######## mc_control_fsm_flat ########
Fig. 1: mc_control_fsm_flat, sizing map
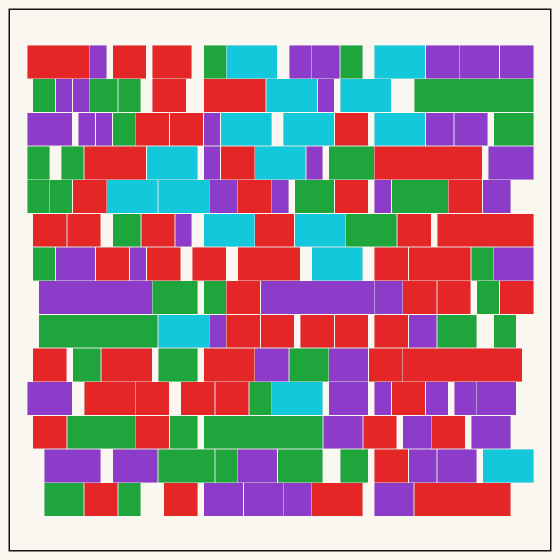

### src/rtl/mc_control_fsm_pkg.sv
// Shared encodings for the multicycle CPU control FSM: opcodes, states and
// the mux/ALU select values also consumed by the datapath.
package mc_ctrl_pkg;

  localparam int CTRL_STATE_W = 4;

  localparam logic [5:0] OP_RTYPE = 6'h00;
  localparam logic [5:0] OP_J     = 6'h02;
  localparam logic [5:0] OP_BEQ   = 6'h04;
  localparam logic [5:0] OP_ADDI  = 6'h08;
  localparam logic [5:0] OP_LW    = 6'h23;
  localparam logic [5:0] OP_SW    = 6'h2B;

  typedef enum logic [CTRL_STATE_W-1:0] {
    S_IF    = 4'd0,
    S_ID    = 4'd1,
    S_MADDR = 4'd2,
    S_MRD   = 4'd3,
    S_MWB   = 4'd4,
    S_MWR   = 4'd5,
    S_REXE  = 4'd6,
    S_RWB   = 4'd7,
    S_BEQ   = 4'd8,
    S_JMP   = 4'd9,
    S_IEXE  = 4'd10,
    S_IWB   = 4'd11
  } state_e;

  typedef enum logic [1:0] {
    PCSRC_PC4    = 2'b00,
    PCSRC_BRANCH = 2'b01,
    PCSRC_JUMP   = 2'b10
  } pcsrc_e;

  typedef enum logic [1:0] {
    SRCB_B       = 2'b00,
    SRCB_FOUR    = 2'b01,
    SRCB_IMM     = 2'b10,
    SRCB_IMM_SH2 = 2'b11
  } alusrcb_e;

  typedef enum logic [1:0] {
    ALUOP_ADD   = 2'b00,
    ALUOP_SUB   = 2'b01,
    ALUOP_FUNCT = 2'b10
  } aluop_e;

  function automatic logic op_legal(input logic [5:0] op);
    logic ok;
    case (op)
      OP_RTYPE, OP_J, OP_BEQ, OP_ADDI, OP_LW, OP_SW: ok = 1'b1;
      default:                                       ok = 1'b0;
    endcase
    return ok;
  endfunction

endpackage

### src/rtl/mc_control_fsm_if.sv
// Control bundle between the main FSM (master) and the datapath (slave).
interface mc_control_fsm_if #(
  parameter int OP_W    = 6,
  parameter int STATE_W = 4
);
  logic [OP_W-1:0]    opcode;
  logic               zero;
  logic               pc_en;
  logic [1:0]         PCSource;
  logic               IorD;
  logic               MemRead;
  logic               MemWrite;
  logic               IRWrite;
  logic               MemtoReg;
  logic               RegDst;
  logic               RegWrite;
  logic               ALUSrcA;
  logic [1:0]         ALUSrcB;
  logic [1:0]         ALUOp;
  logic               illegal_op;
  logic               instr_done;
  logic [STATE_W-1:0] state_dbg;

  modport master (
    input  opcode, zero,
    output pc_en, PCSource, IorD, MemRead, MemWrite, IRWrite, MemtoReg,
           RegDst, RegWrite, ALUSrcA, ALUSrcB, ALUOp, illegal_op,
           instr_done, state_dbg
  );

  modport slave (
    output opcode, zero,
    input  pc_en, PCSource, IorD, MemRead, MemWrite, IRWrite, MemtoReg,
           RegDst, RegWrite, ALUSrcA, ALUSrcB, ALUOp, illegal_op,
           instr_done, state_dbg
  );
endinterface

### src/rtl/mc_control_fsm.sv
// Main control FSM of the multicycle CPU: sequences IF/ID/EX/MEM/WB and
// decodes every datapath control signal from the current state.
module mc_control_fsm
  import mc_ctrl_pkg::*;
#(
  parameter int STATE_W = 4,
  parameter int OP_W    = 6
) (
  input  logic              clk,
  input  logic              rst_n,
  mc_control_fsm_if.master  bus
);

  state_e          state_q, state_d;
  logic            run_q;
  logic [OP_W-1:0] op_s;
  logic            legal_s;

  assign op_s    = bus.opcode;
  assign legal_s = op_legal(op_s);

  // run_q holds the machine idle with all outputs low until the first edge after reset
  always_ff @(posedge clk or negedge rst_n) begin
    if (!rst_n) begin
      state_q <= S_IF;
      run_q   <= 1'b0;
    end else begin
      state_q <= state_d;
      run_q   <= 1'b1;
    end
  end

  always_comb begin
    state_d = S_IF;
    if (run_q) begin
      case (state_q)
        S_IF:    state_d = S_ID;
        S_ID: begin
          case (op_s)
            OP_LW, OP_SW: state_d = S_MADDR;
            OP_RTYPE:     state_d = S_REXE;
            OP_BEQ:       state_d = S_BEQ;
            OP_J:         state_d = S_JMP;
            OP_ADDI:      state_d = S_IEXE;
            default:      state_d = S_IF;
          endcase
        end
        S_MADDR: begin
          case (op_s)
            OP_LW:   state_d = S_MRD;
            OP_SW:   state_d = S_MWR;
            default: state_d = S_IF;
          endcase
        end
        S_MRD:   state_d = S_MWB;
        S_REXE:  state_d = S_RWB;
        S_IEXE:  state_d = S_IWB;
        default: state_d = S_IF;
      endcase
    end else begin
      state_d = S_IF;
    end
  end

  logic     pc_write_s, pc_write_cond_s;
  pcsrc_e   pc_source_s;
  alusrcb_e alu_src_b_s;
  aluop_e   alu_op_s;
  logic     iord_s, mem_read_s, mem_write_s, ir_write_s, mem_to_reg_s;
  logic     reg_dst_s, reg_write_s, alu_src_a_s, illegal_s, done_s;

  always_comb begin
    pc_write_s      = 1'b0;
    pc_write_cond_s = 1'b0;
    pc_source_s     = PCSRC_PC4;
    alu_src_b_s     = SRCB_B;
    alu_op_s        = ALUOP_ADD;
    iord_s          = 1'b0;
    mem_read_s      = 1'b0;
    mem_write_s     = 1'b0;
    ir_write_s      = 1'b0;
    mem_to_reg_s    = 1'b0;
    reg_dst_s       = 1'b0;
    reg_write_s     = 1'b0;
    alu_src_a_s     = 1'b0;
    illegal_s       = 1'b0;
    done_s          = 1'b0;
    if (run_q) begin
      case (state_q)
        S_IF: begin
          mem_read_s  = 1'b1;
          ir_write_s  = 1'b1;
          alu_src_b_s = SRCB_FOUR;
          pc_write_s  = 1'b1;
        end
        S_ID: begin
          alu_src_b_s = SRCB_IMM_SH2;
          illegal_s   = ~legal_s;
          done_s      = ~legal_s;
        end
        S_MADDR, S_IEXE: begin
          alu_src_a_s = 1'b1;
          alu_src_b_s = SRCB_IMM;
        end
        S_MRD: begin
          mem_read_s = 1'b1;
          iord_s     = 1'b1;
        end
        S_MWB: begin
          reg_write_s  = 1'b1;
          mem_to_reg_s = 1'b1;
          done_s       = 1'b1;
        end
        S_MWR: begin
          mem_write_s = 1'b1;
          iord_s      = 1'b1;
          done_s      = 1'b1;
        end
        S_REXE: begin
          alu_src_a_s = 1'b1;
          alu_op_s    = ALUOP_FUNCT;
        end
        S_RWB: begin
          reg_write_s = 1'b1;
          reg_dst_s   = 1'b1;
          done_s      = 1'b1;
        end
        S_BEQ: begin
          alu_src_a_s     = 1'b1;
          alu_op_s        = ALUOP_SUB;
          pc_write_cond_s = 1'b1;
          pc_source_s     = PCSRC_BRANCH;
          done_s          = 1'b1;
        end
        S_JMP: begin
          pc_write_s  = 1'b1;
          pc_source_s = PCSRC_JUMP;
          done_s      = 1'b1;
        end
        S_IWB: begin
          reg_write_s = 1'b1;
          done_s      = 1'b1;
        end
        default: begin
          done_s = 1'b0;
        end
      endcase
    end else begin
      done_s = 1'b0;
    end
  end

  assign bus.pc_en      = pc_write_s | (pc_write_cond_s & bus.zero);
  assign bus.PCSource   = pc_source_s;
  assign bus.IorD       = iord_s;
  assign bus.MemRead    = mem_read_s;
  assign bus.MemWrite   = mem_write_s;
  assign bus.IRWrite    = ir_write_s;
  assign bus.MemtoReg   = mem_to_reg_s;
  assign bus.RegDst     = reg_dst_s;
  assign bus.RegWrite   = reg_write_s;
  assign bus.ALUSrcA    = alu_src_a_s;
  assign bus.ALUSrcB    = alu_src_b_s;
  assign bus.ALUOp      = alu_op_s;
  assign bus.illegal_op = illegal_s;
  assign bus.instr_done = done_s;
  assign bus.state_dbg  = STATE_W'(state_q);

endmodule

### src/flat_wrapper.sv
// flat-port wrapper written by rule: the top's interface ports become plain ports
module mc_control_fsm_flat import mc_ctrl_pkg::*;
#(
  parameter int STATE_W = 4,
  parameter int OP_W    = 6
)
  (clk, rst_n, bus_opcode, bus_zero, bus_pc_en, bus_PCSource, bus_IorD, bus_MemRead, bus_MemWrite, bus_IRWrite, bus_MemtoReg, bus_RegDst, bus_RegWrite, bus_ALUSrcA, bus_ALUSrcB, bus_ALUOp, bus_illegal_op, bus_instr_done, bus_state_dbg);
  mc_control_fsm_if #(.OP_W(OP_W), .STATE_W(STATE_W)) bus_i ();
  input  logic clk;
  input  logic rst_n;
  input wire logic [$bits(bus_i.opcode)-1:0] bus_opcode;
  input wire logic [$bits(bus_i.zero)-1:0] bus_zero;
  output wire logic [$bits(bus_i.pc_en)-1:0] bus_pc_en;
  output wire logic [$bits(bus_i.PCSource)-1:0] bus_PCSource;
  output wire logic [$bits(bus_i.IorD)-1:0] bus_IorD;
  output wire logic [$bits(bus_i.MemRead)-1:0] bus_MemRead;
  output wire logic [$bits(bus_i.MemWrite)-1:0] bus_MemWrite;
  output wire logic [$bits(bus_i.IRWrite)-1:0] bus_IRWrite;
  output wire logic [$bits(bus_i.MemtoReg)-1:0] bus_MemtoReg;
  output wire logic [$bits(bus_i.RegDst)-1:0] bus_RegDst;
  output wire logic [$bits(bus_i.RegWrite)-1:0] bus_RegWrite;
  output wire logic [$bits(bus_i.ALUSrcA)-1:0] bus_ALUSrcA;
  output wire logic [$bits(bus_i.ALUSrcB)-1:0] bus_ALUSrcB;
  output wire logic [$bits(bus_i.ALUOp)-1:0] bus_ALUOp;
  output wire logic [$bits(bus_i.illegal_op)-1:0] bus_illegal_op;
  output wire logic [$bits(bus_i.instr_done)-1:0] bus_instr_done;
  output wire logic [$bits(bus_i.state_dbg)-1:0] bus_state_dbg;
  assign bus_i.opcode = bus_opcode;
  assign bus_i.zero = bus_zero;
  assign bus_pc_en = bus_i.pc_en;
  assign bus_PCSource = bus_i.PCSource;
  assign bus_IorD = bus_i.IorD;
  assign bus_MemRead = bus_i.MemRead;
  assign bus_MemWrite = bus_i.MemWrite;
  assign bus_IRWrite = bus_i.IRWrite;
  assign bus_MemtoReg = bus_i.MemtoReg;
  assign bus_RegDst = bus_i.RegDst;
  assign bus_RegWrite = bus_i.RegWrite;
  assign bus_ALUSrcA = bus_i.ALUSrcA;
  assign bus_ALUSrcB = bus_i.ALUSrcB;
  assign bus_ALUOp = bus_i.ALUOp;
  assign bus_illegal_op = bus_i.illegal_op;
  assign bus_instr_done = bus_i.instr_done;
  assign bus_state_dbg = bus_i.state_dbg;
  mc_control_fsm #(.STATE_W(STATE_W), .OP_W(OP_W)) u_core (.clk(clk), .rst_n(rst_n), .bus(bus_i));
endmodule
### config.mk
export PLATFORM = sky130hd
export DESIGN_NAME = mc_control_fsm_flat
export DESIGN_NICKNAME = d
export VERILOG_FILES = /design/src/rtl/mc_control_fsm_pkg.sv /design/src/rtl/mc_control_fsm_if.sv /design/src/rtl/mc_control_fsm.sv /design/src/flat_wrapper.sv
export SDC_FILE = /design/constraint.sdc
export NUM_CORES = 1
export LEC_CHECK = 0
export CORE_MARGIN = 1
export CORE_UTILIZATION = 35
export DETAILED_ROUTE_END_ITERATION = 16
export PLACE_DENSITY = 0.85
export SLEW_MARGIN = 25
export SYNTH_ARGS = -nofsm -noshare
export SYNTH_HDL_FRONTEND = slang
export SYNTH_SLANG_ARGS = --single-unit
export TNS_END_PERCENT = 100
### constraint.sdc
create_clock -name clk -period 1.61 [get_ports clk]
set_clock_uncertainty 0.15 [all_clocks]
set_input_delay 0.2415 -clock clk [delete_from_list [all_inputs] [get_ports clk]]
set_output_delay 0.2415 -clock clk [all_outputs]
set_load 0.01 [all_outputs]
######## hazard_unit_mc ########
<file path="config.mk">
export PLATFORM = sky130hd
export DESIGN_NAME = hazard_unit_mc
export DESIGN_NICKNAME = d
export VERILOG_FILES = /design/src/rtl/hazard_pkg.sv /design/src/rtl/hazard_unit_mc_stall_seq.sv /design/src/rtl/hazard_unit_mc.sv
export SDC_FILE = /design/constraint.sdc
export NUM_CORES = 1
export LEC_CHECK = 0
export CAP_MARGIN = 5
export CORE_MARGIN = 5
export CORE_UTILIZATION = 31
export DETAILED_ROUTE_END_ITERATION = 16
export GPL_TIMING_DRIVEN = 0
export PLACE_DENSITY = 0.9
export SLEW_MARGIN = 5
export SYNTH_ARGS = -nofsm -noshare
export SYNTH_HDL_FRONTEND = slang
export SYNTH_HIERARCHICAL = 1
export SYNTH_SLANG_ARGS = --single-unit
</file>
<file path="constraint.sdc">
create_clock -name clk -period 1.4 [get_ports clk]
set_input_delay 0.28 -clock clk [delete_from_list [all_inputs] [get_ports clk]]
set_output_delay 0.28 -clock clk [all_outputs]
set_load 0.03 [all_outputs]
</file>
<file path="src/rtl/hazard_pkg.sv">
// Shared definitions for the multi-cycle hazard unit: forwarding select
// encodings, stall sequencer states and the counter-width helper.
package hazard_pkg;

    localparam logic [1:0] FWD_RF  = 2'b00;
    localparam logic [1:0] FWD_WB  = 2'b01;
    localparam logic [1:0] FWD_MEM = 2'b10;

    typedef enum logic [1:0] {
        SEQ_IDLE     = 2'b00,
        SEQ_MEM_WAIT = 2'b01,
        SEQ_MUL_BUSY = 2'b10
    } seq_state_t;

    // Width of the sequencer down-counters: enough to hold the larger latency.
    function automatic int seq_cnt_w(input int mul_lat, input int mem_lat);
        int m;
        m = (mul_lat > mem_lat) ? mul_lat : mem_lat;
        return $clog2(m + 1);
    endfunction

endpackage

</file>
<file path="src/rtl/hazard_unit_mc_stall_seq.sv">
// Stall sequencer: holds the pipeline for the extra cycles of a multi-cycle
// data-memory access or execute operation. Entry is decided combinationally
// in the request cycle; the remaining cycles come from the registered state.
// A one-cycle release flag after each sequence stops the still-present
// request from retriggering.
module stall_seq
    import hazard_pkg::*;
#(
    parameter int MUL_LAT = 3,
    parameter int MEM_LAT = 1
) (
    input  logic clk,
    input  logic reset,
    input  logic mem_req,
    input  logic mul_req,
    output logic mem_busy,
    output logic mul_busy
);

    localparam int CW = seq_cnt_w(MUL_LAT, MEM_LAT);
    localparam logic MEM_EN   = (MEM_LAT > 1);
    localparam logic MUL_EN   = (MUL_LAT > 1);
    localparam logic MEM_LONG = (MEM_LAT > 2);
    localparam logic MUL_LONG = (MUL_LAT > 2);
    // Stalled cycles still owed after the entry cycle.
    localparam logic [CW-1:0] MEM_LOAD = MEM_LONG ? CW'(MEM_LAT - 2) : {CW{1'b0}};
    localparam logic [CW-1:0] MUL_LOAD = MUL_LONG ? CW'(MUL_LAT - 2) : {CW{1'b0}};
    localparam logic [CW-1:0] CNT_ONE  = CW'(1);

    seq_state_t    state_r;
    logic [CW-1:0] mcnt_r;
    logic [CW-1:0] xcnt_r;
    logic          mem_rel_r;
    logic          mul_rel_r;
    logic          mem_start_s;
    logic          mul_start_s;

    // Entry decision in IDLE; memory wait has priority over multiply.
    always_comb begin
        mem_start_s = 1'b0;
        mul_start_s = 1'b0;
        if (reset && (state_r == SEQ_IDLE)) begin
            mem_start_s = mem_req & MEM_EN & ~mem_rel_r;
            mul_start_s = mul_req & MUL_EN & ~mul_rel_r & ~mem_start_s;
        end else begin
            mem_start_s = 1'b0;
            mul_start_s = 1'b0;
        end
    end

    assign mem_busy = mem_start_s | (reset & (state_r == SEQ_MEM_WAIT));
    assign mul_busy = mul_start_s | (reset & (state_r == SEQ_MUL_BUSY));

    // Sequencer state, down-counters and one-cycle release flags.
    always_ff @(posedge clk or negedge reset) begin
        if (!reset) begin
            state_r   <= SEQ_IDLE;
            mcnt_r    <= {CW{1'b0}};
            xcnt_r    <= {CW{1'b0}};
            mem_rel_r <= 1'b0;
            mul_rel_r <= 1'b0;
        end else begin
            mem_rel_r <= 1'b0;
            mul_rel_r <= 1'b0;
            case (state_r)
                SEQ_IDLE: begin
                    if (mem_start_s) begin
                        if (MEM_LONG) begin
                            state_r <= SEQ_MEM_WAIT;
                            mcnt_r  <= MEM_LOAD;
                        end else begin
                            mem_rel_r <= 1'b1;
                        end
                    end else if (mul_start_s) begin
                        if (MUL_LONG) begin
                            state_r <= SEQ_MUL_BUSY;
                            xcnt_r  <= MUL_LOAD;
                        end else begin
                            mul_rel_r <= 1'b1;
                        end
                    end else begin
                        state_r <= SEQ_IDLE;
                    end
                end
                SEQ_MEM_WAIT: begin
                    if (mcnt_r <= CNT_ONE) begin
                        state_r   <= SEQ_IDLE;
                        mcnt_r    <= {CW{1'b0}};
                        mem_rel_r <= 1'b1;
                    end else begin
                        mcnt_r <= mcnt_r - CNT_ONE;
                    end
                end
                SEQ_MUL_BUSY: begin
                    if (xcnt_r <= CNT_ONE) begin
                        state_r   <= SEQ_IDLE;
                        xcnt_r    <= {CW{1'b0}};
                        mul_rel_r <= 1'b1;
                    end else begin
                        xcnt_r <= xcnt_r - CNT_ONE;
                    end
                end
                default: begin
                    state_r <= SEQ_IDLE;
                    mcnt_r  <= {CW{1'b0}};
                    xcnt_r  <= {CW{1'b0}};
                end
            endcase
        end
    end

endmodule

</file>
<file path="src/rtl/hazard_unit_mc.sv">
// Hazard and forwarding unit for the five-stage ARM pipeline with N source
// channels, configurable tag width and multi-cycle execute/memory latency.
// Forwarding and load-use detection are combinational; multi-cycle stalls
// come from the stall sequencer and override the ordinary hazard logic.
module hazard_unit_mc
    import hazard_pkg::*;
#(
    parameter int RA_W    = 4,
    parameter int NUM_SRC = 3,
    parameter int MUL_LAT = 3,
    parameter int MEM_LAT = 1
) (
    input  logic                      clk,
    input  logic                      reset,
    input  logic [NUM_SRC*RA_W-1:0]   RaD,
    input  logic [NUM_SRC-1:0]        SrcValidD,
    input  logic [NUM_SRC*RA_W-1:0]   RaE,
    input  logic [NUM_SRC-1:0]        SrcValidE,
    input  logic [RA_W-1:0]           WA3E,
    input  logic [RA_W-1:0]           WA3M,
    input  logic [RA_W-1:0]           WA3W,
    input  logic                      RegWriteE,
    input  logic                      RegWriteM,
    input  logic                      RegWriteW,
    input  logic                      MemtoRegE,
    input  logic                      MulStartE,
    input  logic                      MemReqM,
    input  logic                      PCSrcD,
    input  logic                      PCSrcE,
    input  logic                      PCSrcM,
    input  logic                      PCSrcW,
    input  logic                      BranchTakenE,
    output logic [NUM_SRC*2-1:0]      ForwardE,
    output logic                      StallF,
    output logic                      StallD,
    output logic                      StallE,
    output logic                      StallM,
    output logic                      FlushD,
    output logic                      FlushE,
    output logic                      FlushM,
    output logic                      FlushW
);

    // All-ones tag is the PC, which is never forwarded.
    localparam logic [RA_W-1:0] PC_TAG = {RA_W{1'b1}};

    logic [1:0] fwd_s      [NUM_SRC];
    logic       ld_match_s [NUM_SRC];
    logic       ld_any_s;
    logic       ld_stall_s;
    logic       pc_pend_s;
    logic       mem_busy_s;
    logic       mul_busy_s;

    for (genvar gi = 0; gi < NUM_SRC; gi++) begin : g_src
        logic [RA_W-1:0] tag_e_s;
        logic [RA_W-1:0] tag_d_s;

        assign tag_e_s        = RaE[gi*RA_W +: RA_W];
        assign tag_d_s        = RaD[gi*RA_W +: RA_W];
        assign ld_match_s[gi] = SrcValidD[gi] & (tag_d_s == WA3E);

        // Per-channel forward select: Memory result beats Writeback result.
        always_comb begin
            fwd_s[gi] = FWD_RF;
            if (SrcValidE[gi] && (tag_e_s != PC_TAG)) begin
                if (RegWriteM && (tag_e_s == WA3M)) begin
                    fwd_s[gi] = FWD_MEM;
                end else if (RegWriteW && (tag_e_s == WA3W)) begin
                    fwd_s[gi] = FWD_WB;
                end else begin
                    fwd_s[gi] = FWD_RF;
                end
            end else begin
                fwd_s[gi] = FWD_RF;
            end
        end
    end

    // Pack channel selects and OR-reduce the load-use tag matches.
    always_comb begin
        ForwardE = {(NUM_SRC*2){1'b0}};
        ld_any_s = 1'b0;
        for (int i = 0; i < NUM_SRC; i++) begin
            ForwardE[2*i +: 2] = fwd_s[i];
            ld_any_s           = ld_any_s | ld_match_s[i];
        end
    end

    assign ld_stall_s = MemtoRegE & RegWriteE & ld_any_s;
    assign pc_pend_s  = PCSrcD | PCSrcE | PCSrcM;

    stall_seq #(
        .MUL_LAT (MUL_LAT),
        .MEM_LAT (MEM_LAT)
    ) u_stall_seq (
        .clk      (clk),
        .reset    (reset),
        .mem_req  (MemReqM),
        .mul_req  (MulStartE),
        .mem_busy (mem_busy_s),
        .mul_busy (mul_busy_s)
    );

    // Stall/flush select: sequencer stalls mask the single-cycle hazards.
    always_comb begin
        StallF = 1'b0;
        StallD = 1'b0;
        StallE = 1'b0;
        StallM = 1'b0;
        FlushD = 1'b0;
        FlushE = 1'b0;
        FlushM = 1'b0;
        FlushW = 1'b0;
        if (!reset) begin
            StallF = 1'b0;
        end else if (mem_busy_s) begin
            StallF = 1'b1;
            StallD = 1'b1;
            StallE = 1'b1;
            StallM = 1'b1;
            FlushW = 1'b1;
        end else if (mul_busy_s) begin
            StallF = 1'b1;
            StallD = 1'b1;
            StallE = 1'b1;
            FlushM = 1'b1;
        end else begin
            StallF = ld_stall_s | pc_pend_s;
            StallD = ld_stall_s;
            FlushD = pc_pend_s | PCSrcW | BranchTakenE;
            FlushE = ld_stall_s | BranchTakenE;
        end
    end

endmodule

</file>
Fig. 2: hazard_unit_mc, wires at chosen ports, followed through buffers
The bar under the picture is 20 um long.
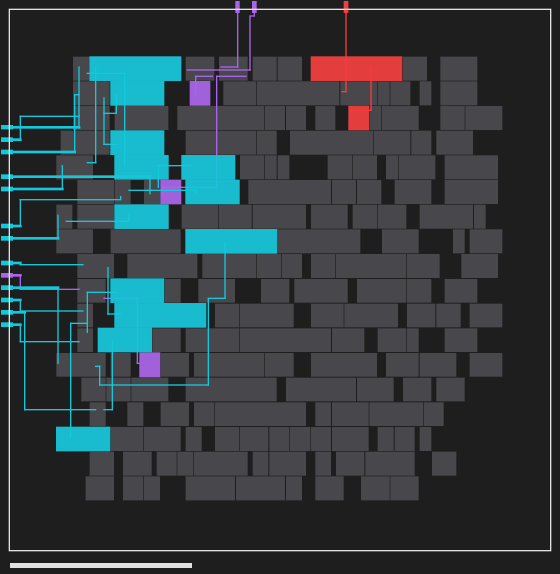
MulStartE: marked red, bits 1, direction input, end cells 2, wire 16.6 um. SrcValidD: marked purple, bits 3, direction input, end cells 3, wire 67.6 um. RaD: marked cyan, bits 12, direction input, end cells 12, wire 268 um.

Fig. 3: hazard_unit_mc, sizing map
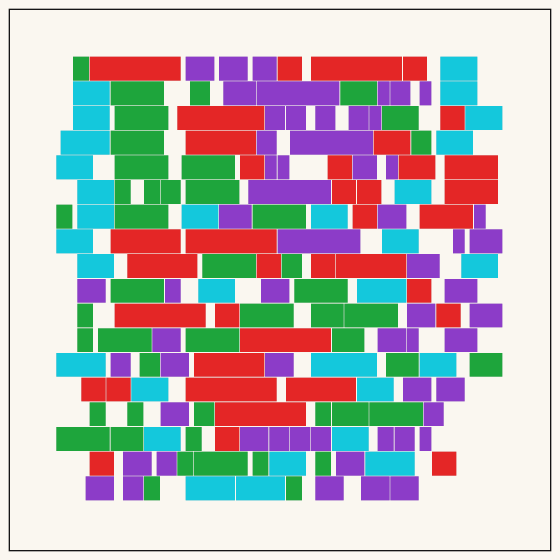
x1 and smaller: marked purple, cells 59, share 34%. x3 and x4: marked red, cells 37, share 21%. x2: marked green, cells 47, share 27%. x6 and larger: marked cyan, cells 30, share 17%.

==> flow report, hazard_unit_mc <==
STA
-----------------------------------------------------------------
Setup-failing EPs final                                        12
Final Hold Slack                                      -0.00408 ns
Hold Violations, Final                                          4
Worst clock skew on the final layout                   0.00197 ns
Crit path setup slack, layout                           -0.352 ns
Final Critical Period                                     1.75 ns

FINAL LAYOUT
-----------------------------------------------------------------
Commonest cells after routing, fill and taps aside   sky130_fd_sc_hd__buf_6 (23), sky130_fd_sc_hd__buf_4 (15), sky130_fd_sc_hd__xor2_2 (13)
Reg with most FFs                                    u_stall_seq/xcnt_r

POWER AND IR DROP
-----------------------------------------------------------------
Power consumed by combinational cells                    0.587 mW
PwrDens                                               446 nW/um^2
Leakage Power                                            0.808 nW

CTS
-----------------------------------------------------------------
Hold bufs inserted after CTS                                    0

DIE
-----------------------------------------------------------------
Placement row count                                            18
Die x size                                                59.5 um
Ports placed on the boundary                                   69

SYNTHESIS
-----------------------------------------------------------------
Netlist Area Pre-Place                                   759 um^2
Sequential area share after synthesis                       0.132

ROUTE
-----------------------------------------------------------------
Met3 Wirelength                                            171 um
Antenna Violating Nets Remaining                                0

GLOBAL ROUTING
-----------------------------------------------------------------
Vias in the first global route                               1231

SETUP PATH
-----------------------------------------------------------------
Bufs and invs on worst path                                     3
Stages on worst setup path                                      7
Reg2reg path depth                                              3

JOB
-----------------------------------------------------------------
Log Warnings                                                   30

STATUS
-----------------------------------------------------------------
Result of the run                                    complete, but fails checks
Violations in the final reports                      hold timing, setup timing

PLACED DESIGN
-----------------------------------------------------------------
Number of buffer cells added on primary ports                  65

Fig. 4: mc_control_fsm_flat, placement by cell class
Fill, decap, tap and diode cells in grey.
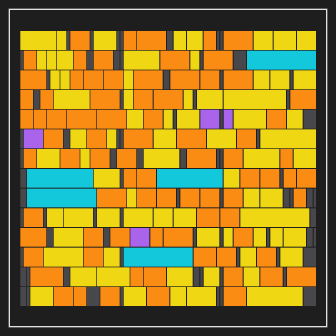
remaining logic cells: marked yellow, cells 71, share of their area 43%. clock drivers and dummy loads: marked purple, cells 4, share of their area 1.9%. registers: marked cyan, cells 5, share of their area 9.1%. remaining buffers and delay cells: marked orange, cells 81, share of their area 46%.

## Picture notes: Fig. 1
x3 and x4: marked red, cells 55, share 34%. x6 and larger: marked cyan, cells 17, share 11%. x2: marked green, cells 38, share 24%. x1 and smaller: marked purple, cells 51, share 32%.

==> flow report, mc_control_fsm_flat <==
STATUS
--------------------------------------------------------------------------------
Result of the run                                                   complete, but fails checks
Violations in the final reports                                     DRC, setup timing

FINAL LAYOUT
--------------------------------------------------------------------------------
Area of all placed cells without fillers                               1440 um^2
Clock tree cell share of total cell area                                  0.0183
Number of non-clock inverters                                                  2

SYNTHESIS
--------------------------------------------------------------------------------
Most frequent cell after synthesis                                  sky130_fd_sc_hd__nor2_1
Ao+oa area frac                                                            0.169
Main flop type after synthesis                                      sky130_fd_sc_hd__dfrtp_1

POWER AND IR DROP
--------------------------------------------------------------------------------
Leakage Power                                                           0.739 nW

STA
--------------------------------------------------------------------------------
Crit path setup slack, layout                                          -0.314 ns
Fmax                                                                     520 MHz
Setup TNS                                                               -4.31 ns
Slew Limit Fails                                                               0
Setup-failing EPs final                                                       21

DIE
--------------------------------------------------------------------------------
Ports placed on the boundary                                                  30
Tap cells                                                                     16
DIE AREA                                                               1900 um^2

ROUTE
--------------------------------------------------------------------------------
Remaining routing DRC violations                                               1
Drt initial violations                                                        54
Routed length per placed instance                                        21.3 um
Wl on met1                                                               1340 um

SETUP PATH
--------------------------------------------------------------------------------
Data arrival time of the critical path                                   1.53 ns
Kind of cell with the highest combined delay on the critical path     flip-flops
Bufs and invs on worst path                                                    3

GLOBAL ROUTING
--------------------------------------------------------------------------------
Overall routing resource usage                                             0.382

CTS
--------------------------------------------------------------------------------
CTS sink cnt                                                                   5

JOB
--------------------------------------------------------------------------------
Total of max-cap violations                                                    0


==> notes/layouts.md <==
Pictures saved along the way, in no particular order.

Signal wires by layer.
panel A
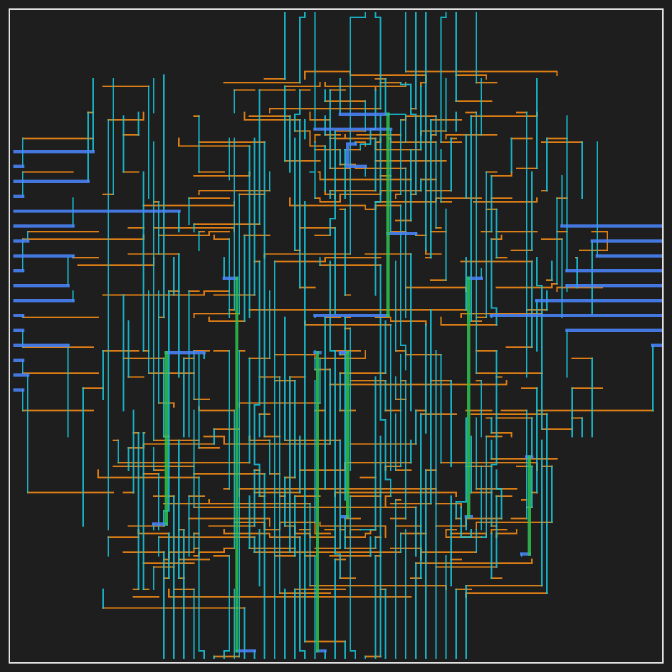
panel B
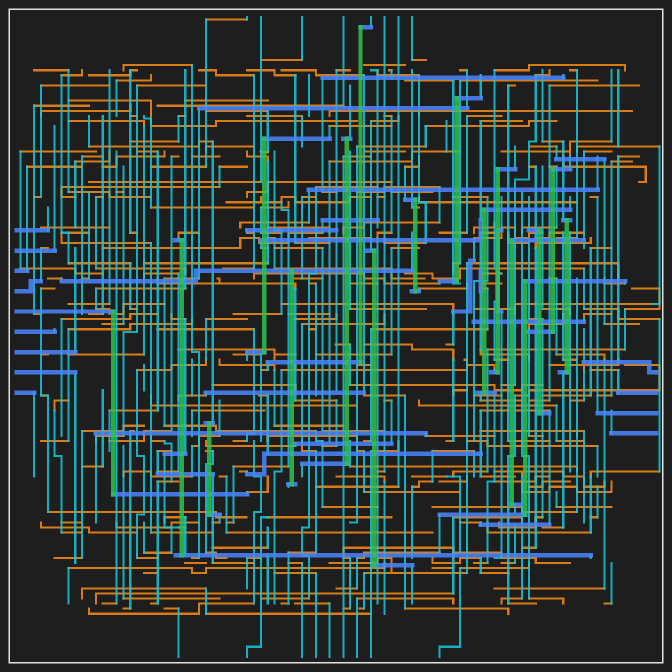
hazard_unit_mc: panel A
mc_control_fsm_flat: panel B



==> layout pictures side by side <==
Placed standard cells.
shot_01.png
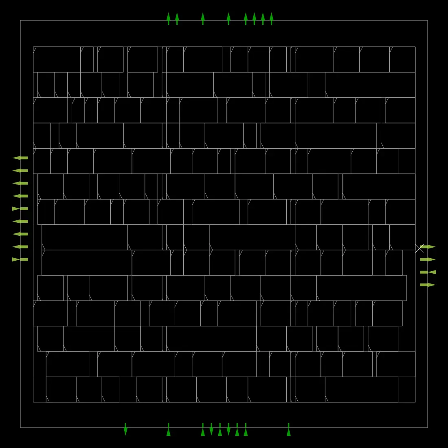
shot_02.png
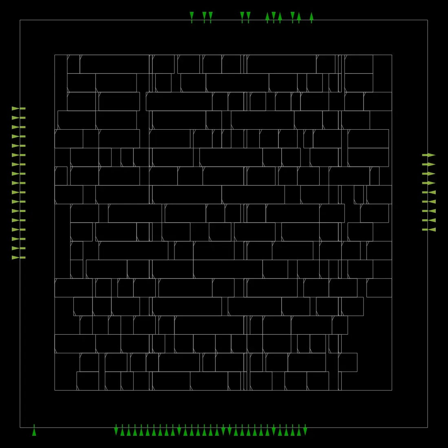
shot_01.png -> mc_control_fsm_flat
shot_02.png -> hazard_unit_mc

No activity file was given, so power comes from the tool's default toggle rates.
